######## design 1 ########
### Clock network drawn from the DEF, design 1

Bar = 20 um.
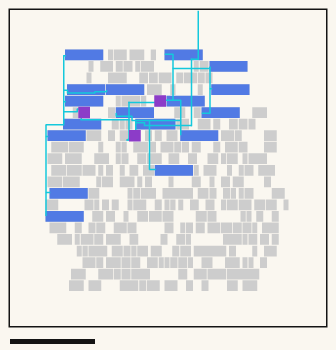

==> src/rtl/mc_ctrl_pkg.sv <==
// Shared definitions for the multicycle main controller.
// Contents: FSM state encoding, ALU control codes, opcode/funct values,
// exception cause codes and the datapath select encodings.
package mc_ctrl_pkg;

    typedef enum logic [3:0] {
        StFetch  = 4'd0,
        StDecode = 4'd1,
        StExecR  = 4'd2,
        StExecI  = 4'd3,
        StAddr   = 4'd4,
        StMemRd  = 4'd5,
        StMemWr  = 4'd6,
        StWbAlu  = 4'd7,
        StWbMem  = 4'd8,
        StBranch = 4'd9,
        StJump   = 4'd10,
        StExc    = 4'd11
    } state_e;

    // ALU control codes
    localparam logic [3:0] AluAnd  = 4'b0001;
    localparam logic [3:0] AluAdd  = 4'b0010;
    localparam logic [3:0] AluSub  = 4'b0011;
    localparam logic [3:0] AluCmp  = 4'b0100;
    localparam logic [3:0] AluBeq  = 4'b0101;
    localparam logic [3:0] AluSll  = 4'b1100;
    localparam logic [3:0] AluSlr  = 4'b1101;
    localparam logic [3:0] AluSllv = 4'b1110;
    localparam logic [3:0] AluSlrv = 4'b1111;

    // Opcodes, instruction[31:26]
    localparam logic [5:0] OpRtype = 6'b000000;
    localparam logic [5:0] OpJ     = 6'b000010;
    localparam logic [5:0] OpJal   = 6'b000011;
    localparam logic [5:0] OpBeq   = 6'b000100;
    localparam logic [5:0] OpAddi  = 6'b001000;
    localparam logic [5:0] OpAndi  = 6'b001100;
    localparam logic [5:0] OpLw    = 6'b100011;
    localparam logic [5:0] OpSw    = 6'b101011;

    // R-type funct codes, instruction[5:0]
    localparam logic [5:0] FnSll  = 6'b000000;
    localparam logic [5:0] FnSlr  = 6'b000010;
    localparam logic [5:0] FnSllv = 6'b000100;
    localparam logic [5:0] FnSlrv = 6'b000110;
    localparam logic [5:0] FnAdd  = 6'b100000;
    localparam logic [5:0] FnSub  = 6'b100010;
    localparam logic [5:0] FnAnd  = 6'b100100;
    localparam logic [5:0] FnCmp  = 6'b101010;

    // Exception causes
    localparam logic [1:0] ExcNone     = 2'd0;
    localparam logic [1:0] ExcOverflow = 2'd1;
    localparam logic [1:0] ExcIllegal  = 2'd2;
    localparam logic [1:0] ExcBusErr   = 2'd3;

    // pc_src
    localparam logic [1:0] PcSrcAlu    = 2'd0;
    localparam logic [1:0] PcSrcAluOut = 2'd1;
    localparam logic [1:0] PcSrcJump   = 2'd2;
    localparam logic [1:0] PcSrcExc    = 2'd3;

    // alu_src_b
    localparam logic [1:0] SrcBReg  = 2'd0;
    localparam logic [1:0] SrcBFour = 2'd1;
    localparam logic [1:0] SrcBSext = 2'd2;
    localparam logic [1:0] SrcBZext = 2'd3;

    // reg_dst
    localparam logic [1:0] RegDstRt = 2'd0;
    localparam logic [1:0] RegDstRd = 2'd1;
    localparam logic [1:0] RegDstRa = 2'd2;

    // mem_to_reg
    localparam logic [1:0] MemToRegAluOut = 2'd0;
    localparam logic [1:0] MemToRegMdr    = 2'd1;
    localparam logic [1:0] MemToRegPc     = 2'd2;

    // States that hold a memory request open and run the wait counter.
    function automatic logic is_mem_wait_state(state_e st);
        return (st == StFetch) || (st == StMemRd) || (st == StMemWr);
    endfunction

endpackage

==> src/rtl/mc_control_fsm_if.sv <==
// Controller <-> datapath/memory bundle.
// master: the controller (drives control, consumes IR fields, ALU flags, mem_ready).
// slave : the datapath side (drives IR fields, flags, mem_ready; consumes control).
interface mc_control_fsm_if;

    logic [5:0] opcode;
    logic [5:0] funct;
    logic       alu_zero;
    logic       alu_negative;
    logic       alu_overflow;
    logic       mem_ready;

    logic [3:0] alu_ctrl;
    logic       alu_src_a;
    logic [1:0] alu_src_b;
    logic       pc_en;
    logic [1:0] pc_src;
    logic       i_or_d;
    logic       mem_read;
    logic       mem_write;
    logic       ir_write;
    logic       reg_write;
    logic [1:0] reg_dst;
    logic [1:0] mem_to_reg;
    logic [2:0] status_flags;
    logic [1:0] exc_cause;

    modport master (
        input  opcode, funct, alu_zero, alu_negative, alu_overflow, mem_ready,
        output alu_ctrl, alu_src_a, alu_src_b, pc_en, pc_src, i_or_d, mem_read,
               mem_write, ir_write, reg_write, reg_dst, mem_to_reg, status_flags,
               exc_cause
    );

    modport slave (
        output opcode, funct, alu_zero, alu_negative, alu_overflow, mem_ready,
        input  alu_ctrl, alu_src_a, alu_src_b, pc_en, pc_src, i_or_d, mem_read,
               mem_write, ir_write, reg_write, reg_dst, mem_to_reg, status_flags,
               exc_cause
    );

endinterface

==> src/rtl/mc_funct_decode.sv <==
// Combinational R-type funct decoder.
// funct_i    : instruction[5:0]
// alu_ctrl_o : ALU op for the funct (ADD when illegal)
// legal_o    : funct is a supported R-type operation
// is_cmp_o   : CMP, which updates the status register instead of a register
// can_ovf_o  : ADD/SUB, the only R-type ops that trap on overflow
module mc_funct_decode
    import mc_ctrl_pkg::*;
(
    input  logic [5:0] funct_i,
    output logic [3:0] alu_ctrl_o,
    output logic       legal_o,
    output logic       is_cmp_o,
    output logic       can_ovf_o
);

    always_comb begin
        alu_ctrl_o = AluAdd;
        legal_o    = 1'b1;
        is_cmp_o   = 1'b0;
        can_ovf_o  = 1'b0;
        case (funct_i)
            FnAnd:  alu_ctrl_o = AluAnd;
            FnAdd: begin
                alu_ctrl_o = AluAdd;
                can_ovf_o  = 1'b1;
            end
            FnSub: begin
                alu_ctrl_o = AluSub;
                can_ovf_o  = 1'b1;
            end
            FnCmp: begin
                alu_ctrl_o = AluCmp;
                is_cmp_o   = 1'b1;
            end
            FnSll:  alu_ctrl_o = AluSll;
            FnSlr:  alu_ctrl_o = AluSlr;
            FnSllv: alu_ctrl_o = AluSllv;
            FnSlrv: alu_ctrl_o = AluSlrv;
            default: legal_o = 1'b0;
        endcase
    end

endmodule

==> src/rtl/mc_control_fsm.sv <==
// Multicycle main controller: fetch / decode / execute / memory / writeback
// sequencing with a mem_ready handshake, CMP status register and sticky
// exception cause (overflow, illegal opcode/funct, memory timeout).
// clk   : rising-edge clock
// reset : asynchronous active-high reset
// bus   : controller side of mc_control_fsm_if (IR fields, ALU flags,
//         mem_ready in; datapath/memory control, status and cause out)
module mc_control_fsm
    import mc_ctrl_pkg::*;
#(
    parameter int unsigned MEM_WAIT_MAX = 15,
    parameter int unsigned CNT_W        = 8
) (
    input  logic              clk,
    input  logic              reset,
    mc_control_fsm_if.master  bus
);

    // Last counter value at which a wait cycle may still complete.
    localparam logic [CNT_W-1:0] WaitLast = CNT_W'(MEM_WAIT_MAX - 1);

    state_e           state_q, state_d;
    logic [CNT_W-1:0] cnt_q, cnt_d;
    logic [2:0]       status_q, status_d;
    logic [1:0]       cause_q, cause_d;

    logic [3:0] fn_alu_ctrl;
    logic       fn_legal;
    logic       fn_is_cmp;
    logic       fn_can_ovf;

    mc_funct_decode u_funct_decode (
        .funct_i    (bus.funct),
        .alu_ctrl_o (fn_alu_ctrl),
        .legal_o    (fn_legal),
        .is_cmp_o   (fn_is_cmp),
        .can_ovf_o  (fn_can_ovf)
    );

    logic timeout;
    assign timeout = (cnt_q == WaitLast);

    // Next state, wait counter, status and cause.
    always_comb begin
        state_d  = state_q;
        cnt_d    = '0;
        status_d = status_q;
        cause_d  = cause_q;

        // Shared wait handling; a mem_ready in the timeout cycle still completes.
        if (is_mem_wait_state(state_q) && !bus.mem_ready) begin
            if (timeout) begin
                state_d = StExc;
                cause_d = ExcBusErr;
            end else begin
                cnt_d = cnt_q + CNT_W'(1);
            end
        end else begin
            case (state_q)
                StFetch: state_d = StDecode;
                StDecode: begin
                    case (bus.opcode)
                        OpRtype: begin
                            if (fn_legal) begin
                                state_d = StExecR;
                            end else begin
                                state_d = StExc;
                                cause_d = ExcIllegal;
                            end
                        end
                        OpAddi, OpAndi: state_d = StExecI;
                        OpLw, OpSw:     state_d = StAddr;
                        OpBeq:          state_d = StBranch;
                        OpJ, OpJal:     state_d = StJump;
                        default: begin
                            state_d = StExc;
                            cause_d = ExcIllegal;
                        end
                    endcase
                end
                StExecR: begin
                    if (fn_can_ovf && bus.alu_overflow) begin
                        state_d = StExc;
                        cause_d = ExcOverflow;
                    end else if (fn_is_cmp) begin
                        status_d = {bus.alu_negative, bus.alu_zero, bus.alu_overflow};
                        state_d  = StFetch;
                    end else begin
                        state_d = StWbAlu;
                    end
                end
                StExecI: begin
                    if ((bus.opcode == OpAddi) && bus.alu_overflow) begin
                        state_d = StExc;
                        cause_d = ExcOverflow;
                    end else begin
                        state_d = StWbAlu;
                    end
                end
                StAddr:  state_d = (bus.opcode == OpLw) ? StMemRd : StMemWr;
                StMemRd: state_d = StWbMem;
                StMemWr: state_d = StFetch;
                default: state_d = StFetch;
            endcase
        end
    end

    always_ff @(posedge clk or posedge reset) begin
        if (reset) begin
            state_q  <= StFetch;
            cnt_q    <= '0;
            status_q <= 3'b000;
            cause_q  <= ExcNone;
        end else begin
            state_q  <= state_d;
            cnt_q    <= cnt_d;
            status_q <= status_d;
            cause_q  <= cause_d;
        end
    end

    // Control outputs decoded from the state register. Reset forces the idle
    // values directly so nothing is requested while reset is held, even though
    // the state register already sits in FETCH.
    logic [3:0] alu_ctrl;
    logic       alu_src_a;
    logic [1:0] alu_src_b;
    logic       pc_en;
    logic [1:0] pc_src;
    logic       i_or_d;
    logic       mem_read;
    logic       mem_write;
    logic       ir_write;
    logic       reg_write;
    logic [1:0] reg_dst;
    logic [1:0] mem_to_reg;

    always_comb begin
        alu_ctrl   = AluAdd;
        alu_src_a  = 1'b0;
        alu_src_b  = SrcBReg;
        pc_en      = 1'b0;
        pc_src     = PcSrcAlu;
        i_or_d     = 1'b0;
        mem_read   = 1'b0;
        mem_write  = 1'b0;
        ir_write   = 1'b0;
        reg_write  = 1'b0;
        reg_dst    = RegDstRt;
        mem_to_reg = MemToRegAluOut;
        if (!reset) begin
            case (state_q)
                StFetch: begin
                    mem_read  = 1'b1;
                    alu_src_b = SrcBFour;
                    ir_write  = bus.mem_ready;
                    pc_en     = bus.mem_ready;
                end
                StDecode: alu_src_b = SrcBSext;
                StExecR: begin
                    alu_src_a = 1'b1;
                    alu_ctrl  = fn_alu_ctrl;
                end
                StExecI: begin
                    alu_src_a = 1'b1;
                    if (bus.opcode == OpAndi) begin
                        alu_src_b = SrcBZext;
                        alu_ctrl  = AluAnd;
                    end else begin
                        alu_src_b = SrcBSext;
                    end
                end
                StAddr: begin
                    alu_src_a = 1'b1;
                    alu_src_b = SrcBSext;
                end
                StMemRd: begin
                    mem_read = 1'b1;
                    i_or_d   = 1'b1;
                end
                StMemWr: begin
                    mem_write = 1'b1;
                    i_or_d    = 1'b1;
                end
                StWbAlu: begin
                    reg_write = 1'b1;
                    reg_dst   = (bus.opcode == OpRtype) ? RegDstRd : RegDstRt;
                end
                StWbMem: begin
                    reg_write  = 1'b1;
                    mem_to_reg = MemToRegMdr;
                end
                StBranch: begin
                    alu_src_a = 1'b1;
                    alu_ctrl  = AluBeq;
                    pc_src    = PcSrcAluOut;
                    pc_en     = bus.alu_zero;
                end
                StJump: begin
                    pc_en  = 1'b1;
                    pc_src = PcSrcJump;
                    if (bus.opcode == OpJal) begin
                        reg_write  = 1'b1;
                        reg_dst    = RegDstRa;
                        mem_to_reg = MemToRegPc;
                    end
                end
                StExc: begin
                    pc_en  = 1'b1;
                    pc_src = PcSrcExc;
                end
                default: ;
            endcase
        end
    end

    assign bus.alu_ctrl     = alu_ctrl;
    assign bus.alu_src_a    = alu_src_a;
    assign bus.alu_src_b    = alu_src_b;
    assign bus.pc_en        = pc_en;
    assign bus.pc_src       = pc_src;
    assign bus.i_or_d       = i_or_d;
    assign bus.mem_read     = mem_read;
    assign bus.mem_write    = mem_write;
    assign bus.ir_write     = ir_write;
    assign bus.reg_write    = reg_write;
    assign bus.reg_dst      = reg_dst;
    assign bus.mem_to_reg   = mem_to_reg;
    assign bus.status_flags = status_q;
    assign bus.exc_cause    = cause_q;

endmodule
==> src/flat_wrapper.sv <==
// flat-port wrapper written by rule: the top's interface ports become plain ports
module mc_control_fsm_flat import mc_ctrl_pkg::*;
#(
    parameter int unsigned MEM_WAIT_MAX = 15,
    parameter int unsigned CNT_W        = 8
)
  (clk, reset, bus_opcode, bus_funct, bus_alu_zero, bus_alu_negative, bus_alu_overflow, bus_mem_ready, bus_alu_ctrl, bus_alu_src_a, bus_alu_src_b, bus_pc_en, bus_pc_src, bus_i_or_d, bus_mem_read, bus_mem_write, bus_ir_write, bus_reg_write, bus_reg_dst, bus_mem_to_reg, bus_status_flags, bus_exc_cause);
  mc_control_fsm_if bus_i ();
  input  logic clk;
  input  logic reset;
  input wire logic [$bits(bus_i.opcode)-1:0] bus_opcode;
  input wire logic [$bits(bus_i.funct)-1:0] bus_funct;
  input wire logic [$bits(bus_i.alu_zero)-1:0] bus_alu_zero;
  input wire logic [$bits(bus_i.alu_negative)-1:0] bus_alu_negative;
  input wire logic [$bits(bus_i.alu_overflow)-1:0] bus_alu_overflow;
  input wire logic [$bits(bus_i.mem_ready)-1:0] bus_mem_ready;
  output wire logic [$bits(bus_i.alu_ctrl)-1:0] bus_alu_ctrl;
  output wire logic [$bits(bus_i.alu_src_a)-1:0] bus_alu_src_a;
  output wire logic [$bits(bus_i.alu_src_b)-1:0] bus_alu_src_b;
  output wire logic [$bits(bus_i.pc_en)-1:0] bus_pc_en;
  output wire logic [$bits(bus_i.pc_src)-1:0] bus_pc_src;
  output wire logic [$bits(bus_i.i_or_d)-1:0] bus_i_or_d;
  output wire logic [$bits(bus_i.mem_read)-1:0] bus_mem_read;
  output wire logic [$bits(bus_i.mem_write)-1:0] bus_mem_write;
  output wire logic [$bits(bus_i.ir_write)-1:0] bus_ir_write;
  output wire logic [$bits(bus_i.reg_write)-1:0] bus_reg_write;
  output wire logic [$bits(bus_i.reg_dst)-1:0] bus_reg_dst;
  output wire logic [$bits(bus_i.mem_to_reg)-1:0] bus_mem_to_reg;
  output wire logic [$bits(bus_i.status_flags)-1:0] bus_status_flags;
  output wire logic [$bits(bus_i.exc_cause)-1:0] bus_exc_cause;
  assign bus_i.opcode = bus_opcode;
  assign bus_i.funct = bus_funct;
  assign bus_i.alu_zero = bus_alu_zero;
  assign bus_i.alu_negative = bus_alu_negative;
  assign bus_i.alu_overflow = bus_alu_overflow;
  assign bus_i.mem_ready = bus_mem_ready;
  assign bus_alu_ctrl = bus_i.alu_ctrl;
  assign bus_alu_src_a = bus_i.alu_src_a;
  assign bus_alu_src_b = bus_i.alu_src_b;
  assign bus_pc_en = bus_i.pc_en;
  assign bus_pc_src = bus_i.pc_src;
  assign bus_i_or_d = bus_i.i_or_d;
  assign bus_mem_read = bus_i.mem_read;
  assign bus_mem_write = bus_i.mem_write;
  assign bus_ir_write = bus_i.ir_write;
  assign bus_reg_write = bus_i.reg_write;
  assign bus_reg_dst = bus_i.reg_dst;
  assign bus_mem_to_reg = bus_i.mem_to_reg;
  assign bus_status_flags = bus_i.status_flags;
  assign bus_exc_cause = bus_i.exc_cause;
  mc_control_fsm #(.MEM_WAIT_MAX(MEM_WAIT_MAX), .CNT_W(CNT_W)) u_core (.clk(clk), .reset(reset), .bus(bus_i));
endmodule
==> config.mk <==
export PLATFORM = sky130hd
export DESIGN_NAME = mc_control_fsm_flat
export DESIGN_NICKNAME = d
export VERILOG_FILES = /design/src/rtl/mc_ctrl_pkg.sv /design/src/rtl/mc_control_fsm_if.sv /design/src/rtl/mc_funct_decode.sv /design/src/rtl/mc_control_fsm.sv /design/src/flat_wrapper.sv
export SDC_FILE = /design/constraint.sdc
export NUM_CORES = 1
export LEC_CHECK = 0
export CORE_MARGIN = 8
export CORE_UTILIZATION = 44
export CTS_CLUSTER_SIZE = 40
export DETAILED_ROUTE_END_ITERATION = 8
export GPL_TIMING_DRIVEN = 0
export PLACE_DENSITY = 0.77
export SLEW_MARGIN = 30
export SYNTH_ARGS = -nofsm -noshare
export SYNTH_HDL_FRONTEND = slang
export SYNTH_SLANG_ARGS = --single-unit
==> constraint.sdc <==
create_clock -name clk -period 2.4 [get_ports clk]
set_input_delay 0.48 -clock clk [delete_from_list [all_inputs] [get_ports clk]]
set_output_delay 0.48 -clock clk [all_outputs]
set_load 0.02 [all_outputs]
######## design 2 ########
### config.mk
export PLATFORM = sky130hd
export DESIGN_NAME = spike_mac_pipe_flat
export DESIGN_NICKNAME = d
export VERILOG_FILES = /design/src/rtl/spike_mac_pipe_if.sv /design/src/rtl/spike_mac_pipe.sv /design/src/flat_wrapper.sv
export SDC_FILE = /design/constraint.sdc
export NUM_CORES = 2
export LEC_CHECK = 0
export CORE_UTILIZATION = 30
export DETAILED_ROUTE_END_ITERATION = 16
export SLEW_MARGIN = 20
export SYNTH_ARGS = -nofsm -noshare
export SYNTH_HDL_FRONTEND = slang
export SYNTH_SLANG_ARGS = --single-unit
export TNS_END_PERCENT = 1
### constraint.sdc
create_clock -name clk -period 42 [get_ports clk]
set_input_delay 8.4 -clock clk [delete_from_list [all_inputs] [get_ports clk]]
set_output_delay 8.4 -clock clk [all_outputs]
set_load 0.005 [all_outputs]
### src/rtl/spike_mac_pipe_if.sv
// spike_mac_pipe_if: valid/ready beat interface for the synaptic MAC pipeline.
//   master : spike/weight producer and sum consumer (drives in_*, out_ready)
//   slave  : spike_mac_pipe (drives in_ready, out_valid, out_sum, out_sat)
//   in_valid/in_ready/in_first  input beat handshake and window start
//   spikes_in[N_IN]             spike bits, bit i gates weight i
//   weights_in[N_IN*W_W]        signed weight i at [i*W_W +: W_W]
//   out_valid/out_ready         output beat handshake
//   out_sum[ACC_W]              signed running saturated window sum
//   out_sat                     sticky saturation flag for the window
interface spike_mac_pipe_if #(
   parameter int unsigned N_IN  = 25,
   parameter int unsigned W_W   = 16,
   parameter int unsigned ACC_W = 24
);
   logic                  in_valid;
   logic                  in_ready;
   logic                  in_first;
   logic [N_IN-1:0]       spikes_in;
   logic [N_IN*W_W-1:0]   weights_in;
   logic                  out_valid;
   logic                  out_ready;
   logic [ACC_W-1:0]      out_sum;
   logic                  out_sat;

   modport master (
      output in_valid, in_first, spikes_in, weights_in, out_ready,
      input  in_ready, out_valid, out_sum, out_sat
   );

   modport slave (
      input  in_valid, in_first, spikes_in, weights_in, out_ready,
      output in_ready, out_valid, out_sum, out_sat
   );
endinterface

### src/rtl/spike_mac_pipe.sv
// spike_mac_pipe: pipelined spike-gated weight reduction with saturating
// membrane-potential accumulation.
//   clk    rising-edge clock
//   rst_n  asynchronous active-low reset
//   bus    spike_mac_pipe_if.slave (in_* beat in, out_* sum out)
// Pipeline: input register, clog2(N_IN) registered adder-tree levels, then
// the accumulate/saturate register. The whole pipe stalls together on
// in_ready = out_ready | ~out_valid.
module spike_mac_pipe #(
   parameter int unsigned N_IN  = 25,
   parameter int unsigned W_W   = 16,
   parameter int unsigned ACC_W = 24
) (
   input logic             clk,
   input logic             rst_n,
   spike_mac_pipe_if.slave bus
);

   // Operand count at tree level k (level 0 = gated products).
   function automatic int unsigned cnt_at(input int unsigned k);
      int unsigned c;
      c = N_IN;
      for (int unsigned j = 0; j < k; j++) c = (c + 1) / 2;
      return c;
   endfunction

   // Bit offset of registered level k (k >= 1) inside tree_w.
   function automatic int unsigned off_at(input int unsigned k);
      int unsigned o;
      o = 0;
      for (int unsigned j = 1; j < k; j++) o = o + cnt_at(j) * (W_W + j);
      return o;
   endfunction

   localparam int unsigned L      = $clog2(N_IN);
   localparam int unsigned TREE_W = W_W + L;
   localparam int unsigned OFF_L  = off_at(L);
   localparam int unsigned TOT_W  = OFF_L + TREE_W;
   // Sum width covers both the accumulator and a full-range tree result.
   localparam int unsigned SUM_W  = ((ACC_W > TREE_W) ? ACC_W : TREE_W) + 1;

   localparam logic signed [SUM_W-1:0] MAX_T = {{(SUM_W-ACC_W+1){1'b0}}, {(ACC_W-1){1'b1}}};
   localparam logic signed [SUM_W-1:0] MIN_T = {{(SUM_W-ACC_W+1){1'b1}}, {(ACC_W-1){1'b0}}};
   localparam logic signed [ACC_W-1:0] MAX_O = {1'b0, {(ACC_W-1){1'b1}}};
   localparam logic signed [ACC_W-1:0] MIN_O = {1'b1, {(ACC_W-1){1'b0}}};

   logic                    advance_c;
   logic [L:0]              vld_q;
   logic [L:0]              first_q;
   logic [N_IN-1:0]         spk_q;
   logic [N_IN*W_W-1:0]     w_q;
   logic [N_IN*W_W-1:0]     prod_c;
   wire  [TOT_W-1:0]        tree_w;
   logic signed [TREE_W-1:0] tree_c;
   logic                    out_valid_q;
   logic signed [ACC_W-1:0] acc_q;
   logic                    sat_q;
   logic signed [SUM_W-1:0] base_c;
   logic signed [SUM_W-1:0] t_c;
   logic signed [ACC_W-1:0] sum_c;
   logic                    sat_c;
   logic                    sat_nxt_c;

   assign advance_c     = bus.out_ready | ~out_valid_q;
   assign bus.in_ready  = advance_c;
   assign bus.out_valid = out_valid_q;
   assign bus.out_sum   = acc_q;
   assign bus.out_sat   = sat_q;

   // Valid/first shift alongside the data; index 0 is the input register.
   always_ff @(posedge clk or negedge rst_n) begin
      if (!rst_n) begin
         vld_q   <= '0;
         first_q <= '0;
      end else if (advance_c) begin
         vld_q   <= {vld_q[L-1:0], bus.in_valid};
         first_q <= {first_q[L-1:0], bus.in_first};
      end
   end

   // Input data register; contents are don't-care while its valid is low.
   always_ff @(posedge clk) begin
      if (advance_c) begin
         spk_q <= bus.spikes_in;
         w_q   <= bus.weights_in;
      end
   end

   // Spike-gated products.
   always_comb begin
      prod_c = '0;
      for (int unsigned i = 0; i < N_IN; i++) begin
         prod_c[i*W_W +: W_W] = spk_q[i] ? w_q[i*W_W +: W_W] : '0;
      end
   end

   // Registered binary adder tree; odd tail operand passes through widened.
   for (genvar k = 1; k <= L; k++) begin : g_lvl
      localparam int unsigned WD   = W_W + k;
      localparam int unsigned CNT  = cnt_at(k);
      localparam int unsigned PCNT = cnt_at(k - 1);
      localparam int unsigned OFF  = off_at(k);
      localparam int unsigned POFF = off_at(k - 1);

      for (genvar i = 0; i < CNT; i++) begin : g_n
         logic signed [WD-1:0] q;
         logic signed [WD-2:0] a_c;

         if (k == 1) begin : g_src0
            assign a_c = prod_c[(2*i)*W_W +: W_W];
         end else begin : g_srcn
            assign a_c = tree_w[POFF + (2*i)*(WD-1) +: WD-1];
         end

         if (2*i + 1 < PCNT) begin : g_add
            logic signed [WD-2:0] b_c;
            if (k == 1) begin : g_srcb0
               assign b_c = prod_c[(2*i+1)*W_W +: W_W];
            end else begin : g_srcbn
               assign b_c = tree_w[POFF + (2*i+1)*(WD-1) +: WD-1];
            end
            always_ff @(posedge clk) begin
               if (advance_c) q <= WD'(a_c) + WD'(b_c);
            end
         end else begin : g_pass
            always_ff @(posedge clk) begin
               if (advance_c) q <= WD'(a_c);
            end
         end

         assign tree_w[OFF + i*WD +: WD] = q;
      end
   end

   assign tree_c = tree_w[OFF_L +: TREE_W];

   // Window accumulate with signed clamp and sticky saturation.
   always_comb begin
      base_c    = '0;
      if (!first_q[L]) base_c = SUM_W'(acc_q);
      t_c       = base_c + SUM_W'(tree_c);
      sum_c     = ACC_W'(t_c);
      sat_c     = 1'b0;
      if (t_c > MAX_T) begin
         sum_c = MAX_O;
         sat_c = 1'b1;
      end else if (t_c < MIN_T) begin
         sum_c = MIN_O;
         sat_c = 1'b1;
      end
      sat_nxt_c = sat_c | (first_q[L] ? 1'b0 : sat_q);
   end

   // Output register; bubbles leave the accumulator untouched.
   always_ff @(posedge clk or negedge rst_n) begin
      if (!rst_n) begin
         out_valid_q <= 1'b0;
         acc_q       <= '0;
         sat_q       <= 1'b0;
      end else if (advance_c) begin
         out_valid_q <= vld_q[L];
         if (vld_q[L]) begin
            acc_q <= sum_c;
            sat_q <= sat_nxt_c;
         end
      end
   end

endmodule

### src/flat_wrapper.sv
// flat-port wrapper written by rule: the top's interface ports become plain ports
module spike_mac_pipe_flat 
#(
   parameter int unsigned N_IN  = 25,
   parameter int unsigned W_W   = 16,
   parameter int unsigned ACC_W = 24
)
  (clk, rst_n, bus_in_valid, bus_in_first, bus_spikes_in, bus_weights_in, bus_out_ready, bus_in_ready, bus_out_valid, bus_out_sum, bus_out_sat);
  spike_mac_pipe_if #(.N_IN(N_IN), .W_W(W_W), .ACC_W(ACC_W)) bus_i ();
  input logic clk;
  input logic rst_n;
  input wire logic [$bits(bus_i.in_valid)-1:0] bus_in_valid;
  input wire logic [$bits(bus_i.in_first)-1:0] bus_in_first;
  input wire logic [$bits(bus_i.spikes_in)-1:0] bus_spikes_in;
  input wire logic [$bits(bus_i.weights_in)-1:0] bus_weights_in;
  input wire logic [$bits(bus_i.out_ready)-1:0] bus_out_ready;
  output wire logic [$bits(bus_i.in_ready)-1:0] bus_in_ready;
  output wire logic [$bits(bus_i.out_valid)-1:0] bus_out_valid;
  output wire logic [$bits(bus_i.out_sum)-1:0] bus_out_sum;
  output wire logic [$bits(bus_i.out_sat)-1:0] bus_out_sat;
  assign bus_i.in_valid = bus_in_valid;
  assign bus_i.in_first = bus_in_first;
  assign bus_i.spikes_in = bus_spikes_in;
  assign bus_i.weights_in = bus_weights_in;
  assign bus_i.out_ready = bus_out_ready;
  assign bus_in_ready = bus_i.in_ready;
  assign bus_out_valid = bus_i.out_valid;
  assign bus_out_sum = bus_i.out_sum;
  assign bus_out_sat = bus_i.out_sat;
  spike_mac_pipe #(.N_IN(N_IN), .W_W(W_W), .ACC_W(ACC_W)) u_core (.clk(clk), .rst_n(rst_n), .bus(bus_i));
endmodule
######## design 3 ########
<file path="src/rtl/chol_mac_pkg.sv">
// Shared types and default sizing for the Cholesky PE multiply-accumulate pipe.
// The CHOL_MAC_SAT_EN macro (used by chol_mac_pipe) selects saturating arithmetic.
package chol_mac_pkg;

  localparam int unsigned A_W_DEF   = 32;
  localparam int unsigned B_W_DEF   = 32;
  localparam int unsigned P_W_DEF   = 64;
  localparam int unsigned LAT_DEF   = 4;
  localparam int unsigned TAG_W_DEF = 4;

  localparam int unsigned LAT_MIN   = 2;
  localparam int unsigned LAT_MAX   = 8;

  // The tag field is sized for the widest supported tag; narrower tags are zero-extended.
  localparam int unsigned TAG_W_MAX = 16;

  typedef struct packed {
    logic                 sub;
    logic                 acc;
    logic                 clr;
    logic [TAG_W_MAX-1:0] tag;
  } op_ctl_t;

  function automatic bit lat_ok(input int unsigned lat);
    return (lat >= LAT_MIN) && (lat <= LAT_MAX);
  endfunction

endpackage

</file>
<file path="src/rtl/chol_mac_mult.sv">
// Signed multiplier with a STAGES-deep registered product, sign-extended to P_W.
module chol_mac_mult
  import chol_mac_pkg::*;
#(
  parameter int unsigned A_W    = A_W_DEF,
  parameter int unsigned B_W    = B_W_DEF,
  parameter int unsigned P_W    = P_W_DEF,
  parameter int unsigned STAGES = LAT_DEF - 1
) (
  input  logic                  clk,
  input  logic                  rst,
  input  logic                  clken,
  input  logic signed [A_W-1:0] a,
  input  logic signed [B_W-1:0] b,
  output logic signed [P_W-1:0] prod
);

  localparam int unsigned M_W = A_W + B_W;

  logic signed [M_W-1:0] mul_c;
  logic signed [P_W-1:0] pipe_q [STAGES];

  assign mul_c = M_W'(a) * M_W'(b);

  // Trailing stages give synthesis room to retime the multiplier array.
  always_ff @(posedge clk or posedge rst) begin
    if (rst) begin
      for (int i = 0; i < int'(STAGES); i++) pipe_q[i] <= '0;
    end else if (clken) begin
      pipe_q[0] <= P_W'(mul_c);
      for (int i = 1; i < int'(STAGES); i++) pipe_q[i] <= pipe_q[i-1];
    end
  end

  assign prod = pipe_q[STAGES-1];

endmodule

</file>
<file path="src/rtl/chol_mac_pipe.sv">
// Pipelined signed MAC: out = addend +/- a*b after LAT enabled cycles, addend = c or accumulator.
// Define CHOL_MAC_SAT_EN for saturating add/sub and a sticky sat output.
module chol_mac_pipe
  import chol_mac_pkg::*;
#(
  parameter int unsigned A_W   = A_W_DEF,
  parameter int unsigned B_W   = B_W_DEF,
  parameter int unsigned P_W   = P_W_DEF,
  parameter int unsigned LAT   = LAT_DEF,
  parameter int unsigned TAG_W = TAG_W_DEF
) (
  input  logic                  clk,
  input  logic                  rst,
  input  logic                  clken,
  input  logic                  in_valid,
  input  logic signed [A_W-1:0] a,
  input  logic signed [B_W-1:0] b,
  input  logic signed [P_W-1:0] c,
  input  logic                  in_sub,
  input  logic                  in_acc,
  input  logic                  in_clr,
  input  logic [TAG_W-1:0]      in_tag,
  output logic                  out_valid,
  output logic signed [P_W-1:0] out,
  output logic [TAG_W-1:0]      out_tag,
  output logic signed [P_W-1:0] acc
`ifdef CHOL_MAC_SAT_EN
  ,
  output logic                  sat
`endif
);

  localparam int unsigned STG = LAT - 1;

  if (!lat_ok(LAT)) begin : g_bad_lat
    $error("chol_mac_pipe: LAT=%0d outside %0d..%0d", LAT, LAT_MIN, LAT_MAX);
  end
  if (P_W < A_W + B_W) begin : g_bad_pw
    $error("chol_mac_pipe: P_W=%0d narrower than A_W+B_W", P_W);
  end
  if (TAG_W > TAG_W_MAX) begin : g_bad_tag
    $error("chol_mac_pipe: TAG_W=%0d exceeds %0d", TAG_W, TAG_W_MAX);
  end

  logic                  vld_q [STG];
  op_ctl_t               ctl_q [STG];
  logic signed [P_W-1:0] c_q   [STG];

  logic                  vld_l;
  op_ctl_t               ctl_l;
  logic signed [P_W-1:0] c_l;
  logic signed [P_W-1:0] prod;
  logic signed [P_W-1:0] addend;
  logic signed [P_W-1:0] result;

  chol_mac_mult #(
    .A_W    (A_W),
    .B_W    (B_W),
    .P_W    (P_W),
    .STAGES (STG)
  ) u_mult (
    .clk   (clk),
    .rst   (rst),
    .clken (clken),
    .a     (a),
    .b     (b),
    .prod  (prod)
  );

  // Control and addend delay line, kept in step with the multiplier stages.
  always_ff @(posedge clk or posedge rst) begin
    if (rst) begin
      for (int i = 0; i < int'(STG); i++) begin
        vld_q[i] <= 1'b0;
        ctl_q[i] <= '0;
        c_q[i]   <= '0;
      end
    end else if (clken) begin
      vld_q[0] <= in_valid;
      ctl_q[0] <= '{sub: in_sub, acc: in_acc, clr: in_clr, tag: TAG_W_MAX'(in_tag)};
      c_q[0]   <= c;
      for (int i = 1; i < int'(STG); i++) begin
        vld_q[i] <= vld_q[i-1];
        ctl_q[i] <= ctl_q[i-1];
        c_q[i]   <= c_q[i-1];
      end
    end
  end

  assign vld_l  = vld_q[STG-1];
  assign ctl_l  = ctl_q[STG-1];
  assign c_l    = c_q[STG-1];
  assign addend = ctl_l.acc ? (ctl_l.clr ? '0 : acc) : c_l;

`ifdef CHOL_MAC_SAT_EN
  logic [P_W:0] sum_x;
  logic         ovf;

  // One guard bit exposes signed overflow; clamp towards the sign of the true result.
  assign sum_x  = ctl_l.sub ? ({addend[P_W-1], addend} - {prod[P_W-1], prod})
                            : ({addend[P_W-1], addend} + {prod[P_W-1], prod});
  assign ovf    = sum_x[P_W] ^ sum_x[P_W-1];
  assign result = !ovf       ? sum_x[P_W-1:0] :
                  sum_x[P_W] ? {1'b1, {(P_W-1){1'b0}}} : {1'b0, {(P_W-1){1'b1}}};
`else
  assign result = ctl_l.sub ? (addend - prod) : (addend + prod);
`endif

  // Final stage: output, tag and single-cycle accumulator feedback.
  always_ff @(posedge clk or posedge rst) begin
    if (rst) begin
      out_valid <= 1'b0;
      out       <= '0;
      out_tag   <= '0;
      acc       <= '0;
`ifdef CHOL_MAC_SAT_EN
      sat       <= 1'b0;
`endif
    end else if (clken) begin
      out_valid <= vld_l;
      if (vld_l) begin
        out     <= result;
        out_tag <= TAG_W'(ctl_l.tag);
        if (ctl_l.acc) acc <= result;
`ifdef CHOL_MAC_SAT_EN
        if (ovf) sat <= 1'b1;
`endif
      end
    end
  end

endmodule

</file>
<file path="config.mk">
export PLATFORM = sky130hd
export DESIGN_NAME = chol_mac_pipe
export DESIGN_NICKNAME = d
export VERILOG_FILES = /design/src/rtl/chol_mac_pkg.sv /design/src/rtl/chol_mac_mult.sv /design/src/rtl/chol_mac_pipe.sv
export SDC_FILE = /design/constraint.sdc
export NUM_CORES = 2
export LEC_CHECK = 0
export CAP_MARGIN = 15
export CELL_PAD_IN_SITES_DETAIL_PLACEMENT = 1
export CELL_PAD_IN_SITES_GLOBAL_PLACEMENT = 2
export CORE_UTILIZATION = 45
export DETAILED_ROUTE_END_ITERATION = 8
export PLACE_DENSITY_LB_ADDON = 0.1
export SYNTH_ARGS = -nofsm -noshare
export SYNTH_HDL_FRONTEND = slang
export SYNTH_SLANG_ARGS = --single-unit
</file>
<file path="constraint.sdc">
create_clock -name clk -period 38.8 [get_ports clk]
set_clock_uncertainty 0.2 [all_clocks]
set_input_delay 5.82 -clock clk [delete_from_list [all_inputs] [get_ports clk]]
set_output_delay 5.82 -clock clk [all_outputs]
set_load 0.02 [all_outputs]
</file>
### Clock network drawn from the DEF, design 2

Bar = 100 um.
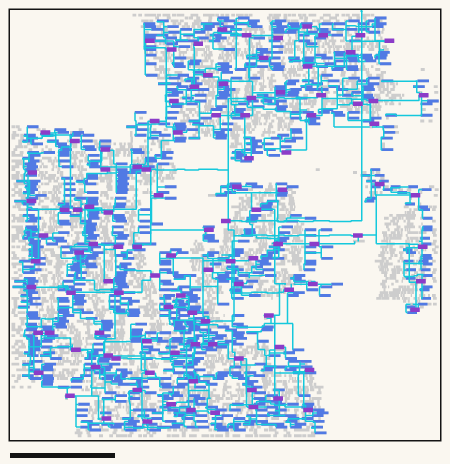
legend:
  flip-flops:
    color: blue
    count: 941
  clock wires:
    color: cyan
    length: 13,100 um
  clock drivers:
    color: purple
    count: 108
flops lie: spread over the die
Max Clock Skew: 0.100 ns
Latency at later pin: 0.77 ns

==> Flow_metrics.wiki, design 2 <==
== Flow metrics ==
{| class="wikitable"
! Metric !! Value
|-
| Number of standard-cell rows in the floorplan || 148
|-
| Library cell occupying the most area in the post-synthesis netlist || sky130_fd_sc_hd__edfxtp_1
|-
| Endpoint of the lowest-slack register-to-register path || u_core.w_q[338]$_DFFE_PN_
|-
| Status || completed
|-
| Post-synthesis net count || roughly 4,900
|-
| Number of remaining DRC errors || 0
|-
| Post-CTS setup buffer count || 0
|-
| Basic Gates by Area || around 13%
|-
| Overall track demand over capacity in global routing || around 13%
|-
| Global-route wire length before repair || around 170,000 um
|-
| Wl on met1 || approximately 50,000 um
|-
| Area fraction in mux cells || 0.318%
|-
| Antenna violations before repair || 3
|-
| First-pass DRT Iterations || 5
|-
| DR vias/cell || 4.60
|-
| Category of the critical setup timing path || in -> out
|-
| Die Width || roughly 410 um
|-
| Met3 track utilization from global routing || 2.13%
|-
| Global routing met1 resource utilization || 16.7%
|-
| Floorplan core density || 30.4%
|-
| Largest net degree at the start of global routing || 186
|-
| Adder-cell share of the synthesized area || 12.0%
|}
[design 2: cell type report]
class / count / area share, %
Inverter: 197 / 1.22
Multi-Input combinational cell: 2867 / 34.2
Clock buffer: 121 / 4.58
Timing Repair Buffer: 468 / 7.70
Clock inverter: 82 / 1.46
Antenna cell: 2 / 0.00827
Tap cell: 2175 / 4.50
Sequential cell: 941 / 46.4
[design 2: metrics by stage]
step,setup slack (ns),instance area [um^2]
detailed placement,23.79,56900
global placement,23.78,56900
floorplan,0.321,49600
finish,23.83,60500
CTS,23.78,60500
global route,23.75,60500
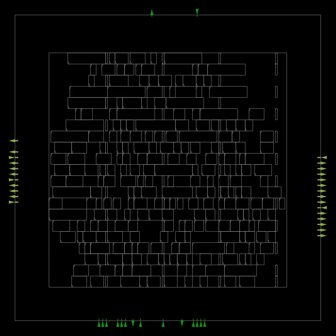
*Cell outlines without signal wires, design 1*
final cell count without fillers: 294
sequential cell count: 17

About 'Clock network drawn from the DEF' of design 1:
legend:
  clock drivers:
    color: purple
    count: 3
  flip-flops:
    color: blue
    count: 17
  clock wires:
    color: cyan
    length: 217 um
routed clock nets: 4
Latency at later pin: 0.29 ns
Max Clock Skew: 0.00916 ns

==> Flow_metrics.wiki, design 1 <==
== Flow metrics ==
{| class="wikitable"
! Metric !! Value
|-
| Status || completed
|-
| Flop and latch count out of synthesis || 17
|-
| Post-place instance area || between 0.0015 and 0.002 mm^2
|-
| Register name with the most flops || u_core.cnt_q
|-
| Floorplan core density || 45.5%
|-
| Worst Setup Slack, final || ~0.052 ns
|-
| Slowest-stage cell, CP || sky130_fd_sc_hd__dfrtp_1
|-
| Top area cells in the synthesized netlist || sky130_fd_sc_hd__dfrtp_1 28%, sky130_fd_sc_hd__nor2_1 8.0%, sky130_fd_sc_hd__nand2_1 4.5%
|-
| Initial DRC Count || 154
|-
| Reg area || 427 um^2
|-
| Most common cell in the netlist || sky130_fd_sc_hd__nor2_1
|-
| Crit path launch type || flop
|-
| Largest delay contributor family on the critical path || buffers and inverters
|-
| Number of antenna repair diodes || 0
|-
| Post-synthesis net count || 219
|-
| Critical Path Stages || 6
|-
| DIE AREA || 0.00555 mm^2
|-
| Number of synthesis warnings || 0
|-
| Number of port buffers || 39
|-
| CTS buffer count || 3
|-
| Crit path required time || around 1.9 ns
|-
| Async set-or-reset flop fraction in the synthesized netlist || 100%
|-
| Number of buffers added to fix hold violations after cts || 0
|-
| DR vias/cell || between 5 and 6
|-
| Seq/Total Area, Yosys || roughly 28%
|-
| Endpoint of the lowest-slack register-to-register path || u_core.state_q[2]$_DFFE_PP0P_
|-
| Share of Yosys cell area claimed by the top area cell type || about 28%
|-
| Area of the core || between 0.003 and 0.004 mm^2
|}
## design 1: cell type report
cell class	count	share of cell area, %
Buffer	11	2.99
Clock buffer	4	1.28
Inverter	6	1.28
Multi-Input combinational cell	165	51.8
Sequential cell	17	20.8
Tap cell	46	2.81
Timing Repair Buffer	44	18.8
Timing Repair inverter	1	0.244
## design 1: metal layers
| metal | routed length, um | global-route usage, % | vias up |
|---|---|---|---|
| li1 | - | - | 831 |
| met1 | 2080 | 22.8 | 761 |
| met2 | 1900 | 23.8 | 81 |
| met3 | 448 | 4.58 | 9 |
| met4 | 74 | 5.43 | 0 |
| met5 | 0 | 0 | - |
### Clock network drawn from the DEF, design 3

Bar = 100 um.
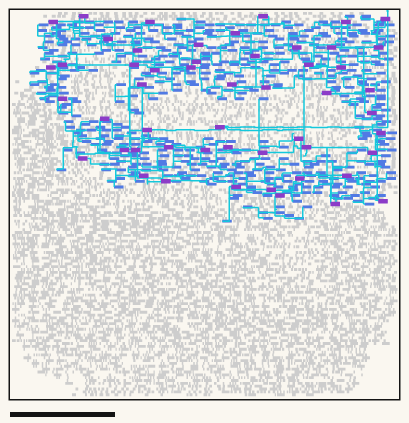
legend:
  clock drivers:
    color: purple
    count: 52
  clock wires:
    color: cyan
    length: 7,520 um
  flip-flops:
    color: blue
    count: 541
routed clock nets: 53

==> Flow_metrics.wiki, design 3 <==
== Flow metrics ==
{| class="wikitable"
! Metric !! Value
|-
| Number of cells on the worst hold path || 2
|-
| Slowest-stage cell, CP || sky130_fd_sc_hd__fa_1
|-
| Maximum buffer depth of the clock tree || 3
|-
| Startpoint of the worst hold path || out[13]$_DFFE_PP0P_
|-
| Die Width || 372 um
|-
| Detailed placement HPWL || 138,000 um
|-
| Status || completed
|-
| Top area cells in the synthesized netlist || sky130_fd_sc_hd__fa_1 35%, sky130_fd_sc_hd__dfrtp_1 22%, sky130_fd_sc_hd__mux2_2 6.7%
|-
| Max-capacitance violation count || 0
|-
| Floorplan core density || around 45%
|-
| Most common cell in the netlist || sky130_fd_sc_hd__fa_1
|-
| Wire length on met2 || 92,400 um
|-
| Root cell of the clock tree || sky130_fd_sc_hd__clkbuf_16
|-
| Number of filler cells placed in the layout || 14,992
|-
| Num tapcells || 1,781
|-
| Number of buffers added to fix hold violations after cts || 0
|}
-- design 3: metrics by stage --
stage,std cells,area (um^2),util (%),hold WS [ns]
after floorplan,6114,61600,-,0.235
after global placement,7914,65700,48.4,0.252
after detailed placement,7914,65700,48.4,0.269
after CTS,8006,67400,49.7,0.284
after global routing,8006,67400,49.7,0.293
final,8007,67400,49.7,0.275
-- design 3: worst min-delay path, stage by stage (launching register included) --
cell and delay (ns):
sky130_fd_sc_hd__dfrtp_1 0.34, sky130_fd_sc_hd__nand2_1 0.05, sky130_fd_sc_hd__o21ai_0 0.06

## Gallery

Ports around the boundary.
Pins as bars across the die edge, other pins in gray.
shot_01.png
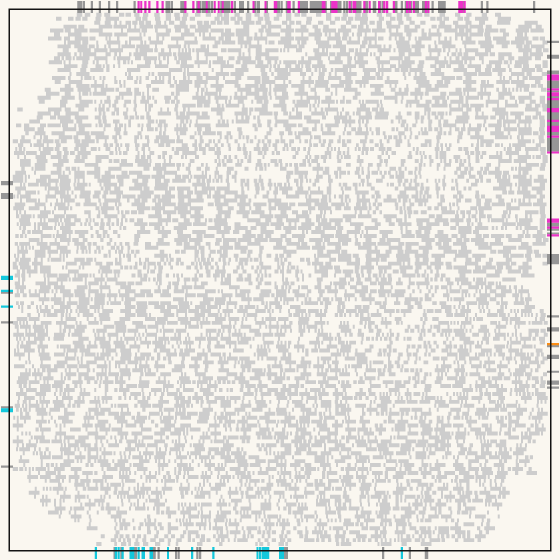
shot_02.png
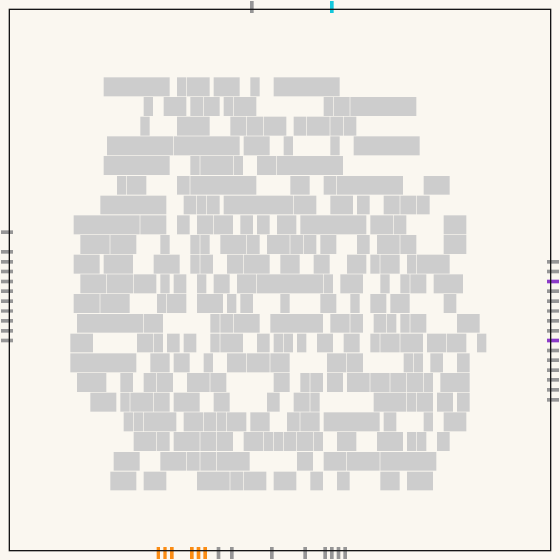
shot_03.png
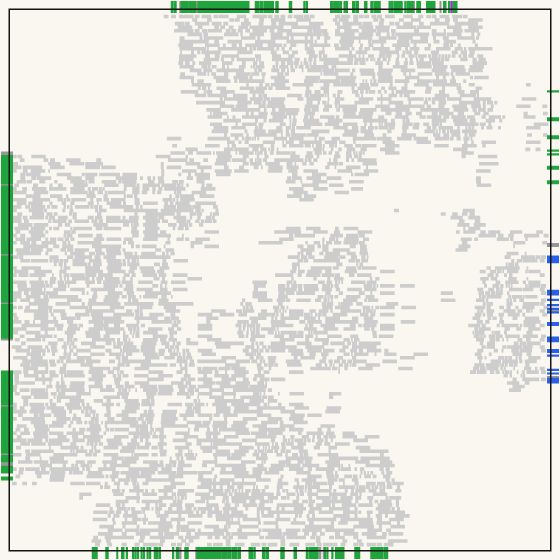
shot_02.png is design 1.
shot_01.png is design 3.
shot_03.png is design 2.
- most pins: shot_03.png

Key to shot_03.png:
legend:
  bus_weights_in:
    color: green
    pins: 400
    direction: input
    edge: 154 left, 128 top, 107 bottom, 11 right
  bus_out_sum:
    color: blue
    pins: 24
    direction: output
    edge: right
  clk:
    color: purple
    pins: 1
    direction: input
    edge: top
all pins by edge: 164 left, 140 top, 114 bottom, 39 right



==> notes/layouts.md <==
Pictures saved along the way, in no particular order.

Met3 routing.
panel A
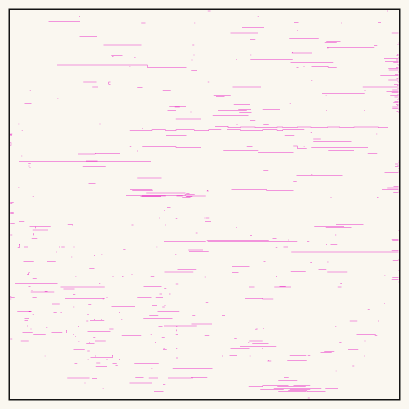
panel B
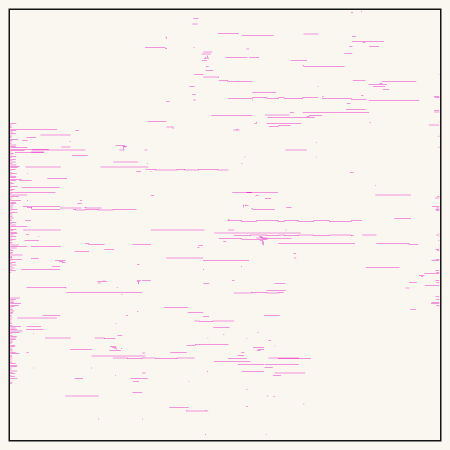
panel C
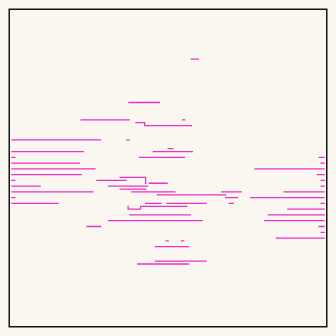
- design 1 = panel C
- design 3 = panel A
- design 2 = panel B

Key to panel B:
nets with wire on the layer: 344
share of all routed wire: 4.2%
main direction: horizontal


==> gallery <==
Placement density heat map.
(a)
37 x 37 tiles, from white (low) to dark blue (high), 0 to 100% covered.
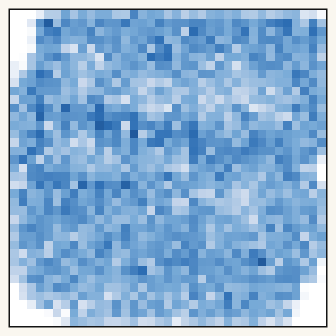
(b)
20 x 20 tiles, from white (low) to dark blue (high), 0 to 100% covered.
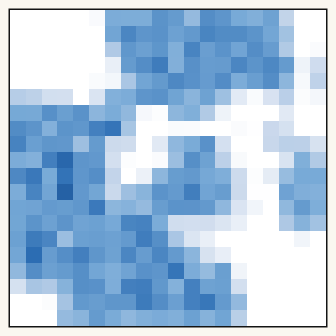
(c)
7 x 7 tiles, from white (low) to dark blue (high), 0 to 100% covered.
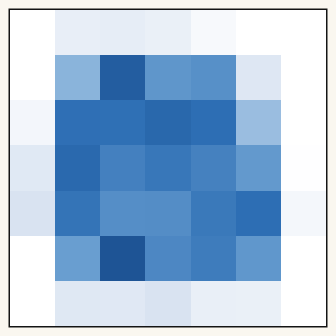
- design 2 = (b)
- design 3 = (a)
- design 1 = (c)
The one with the lowest utilization is (b).
The one with the highest utilization is (c).

Key to (a):
nearly empty tiles: 3.2%
mean over tiles: 47%
tiles over 75% full: 1.3%
fullest tile: 83%

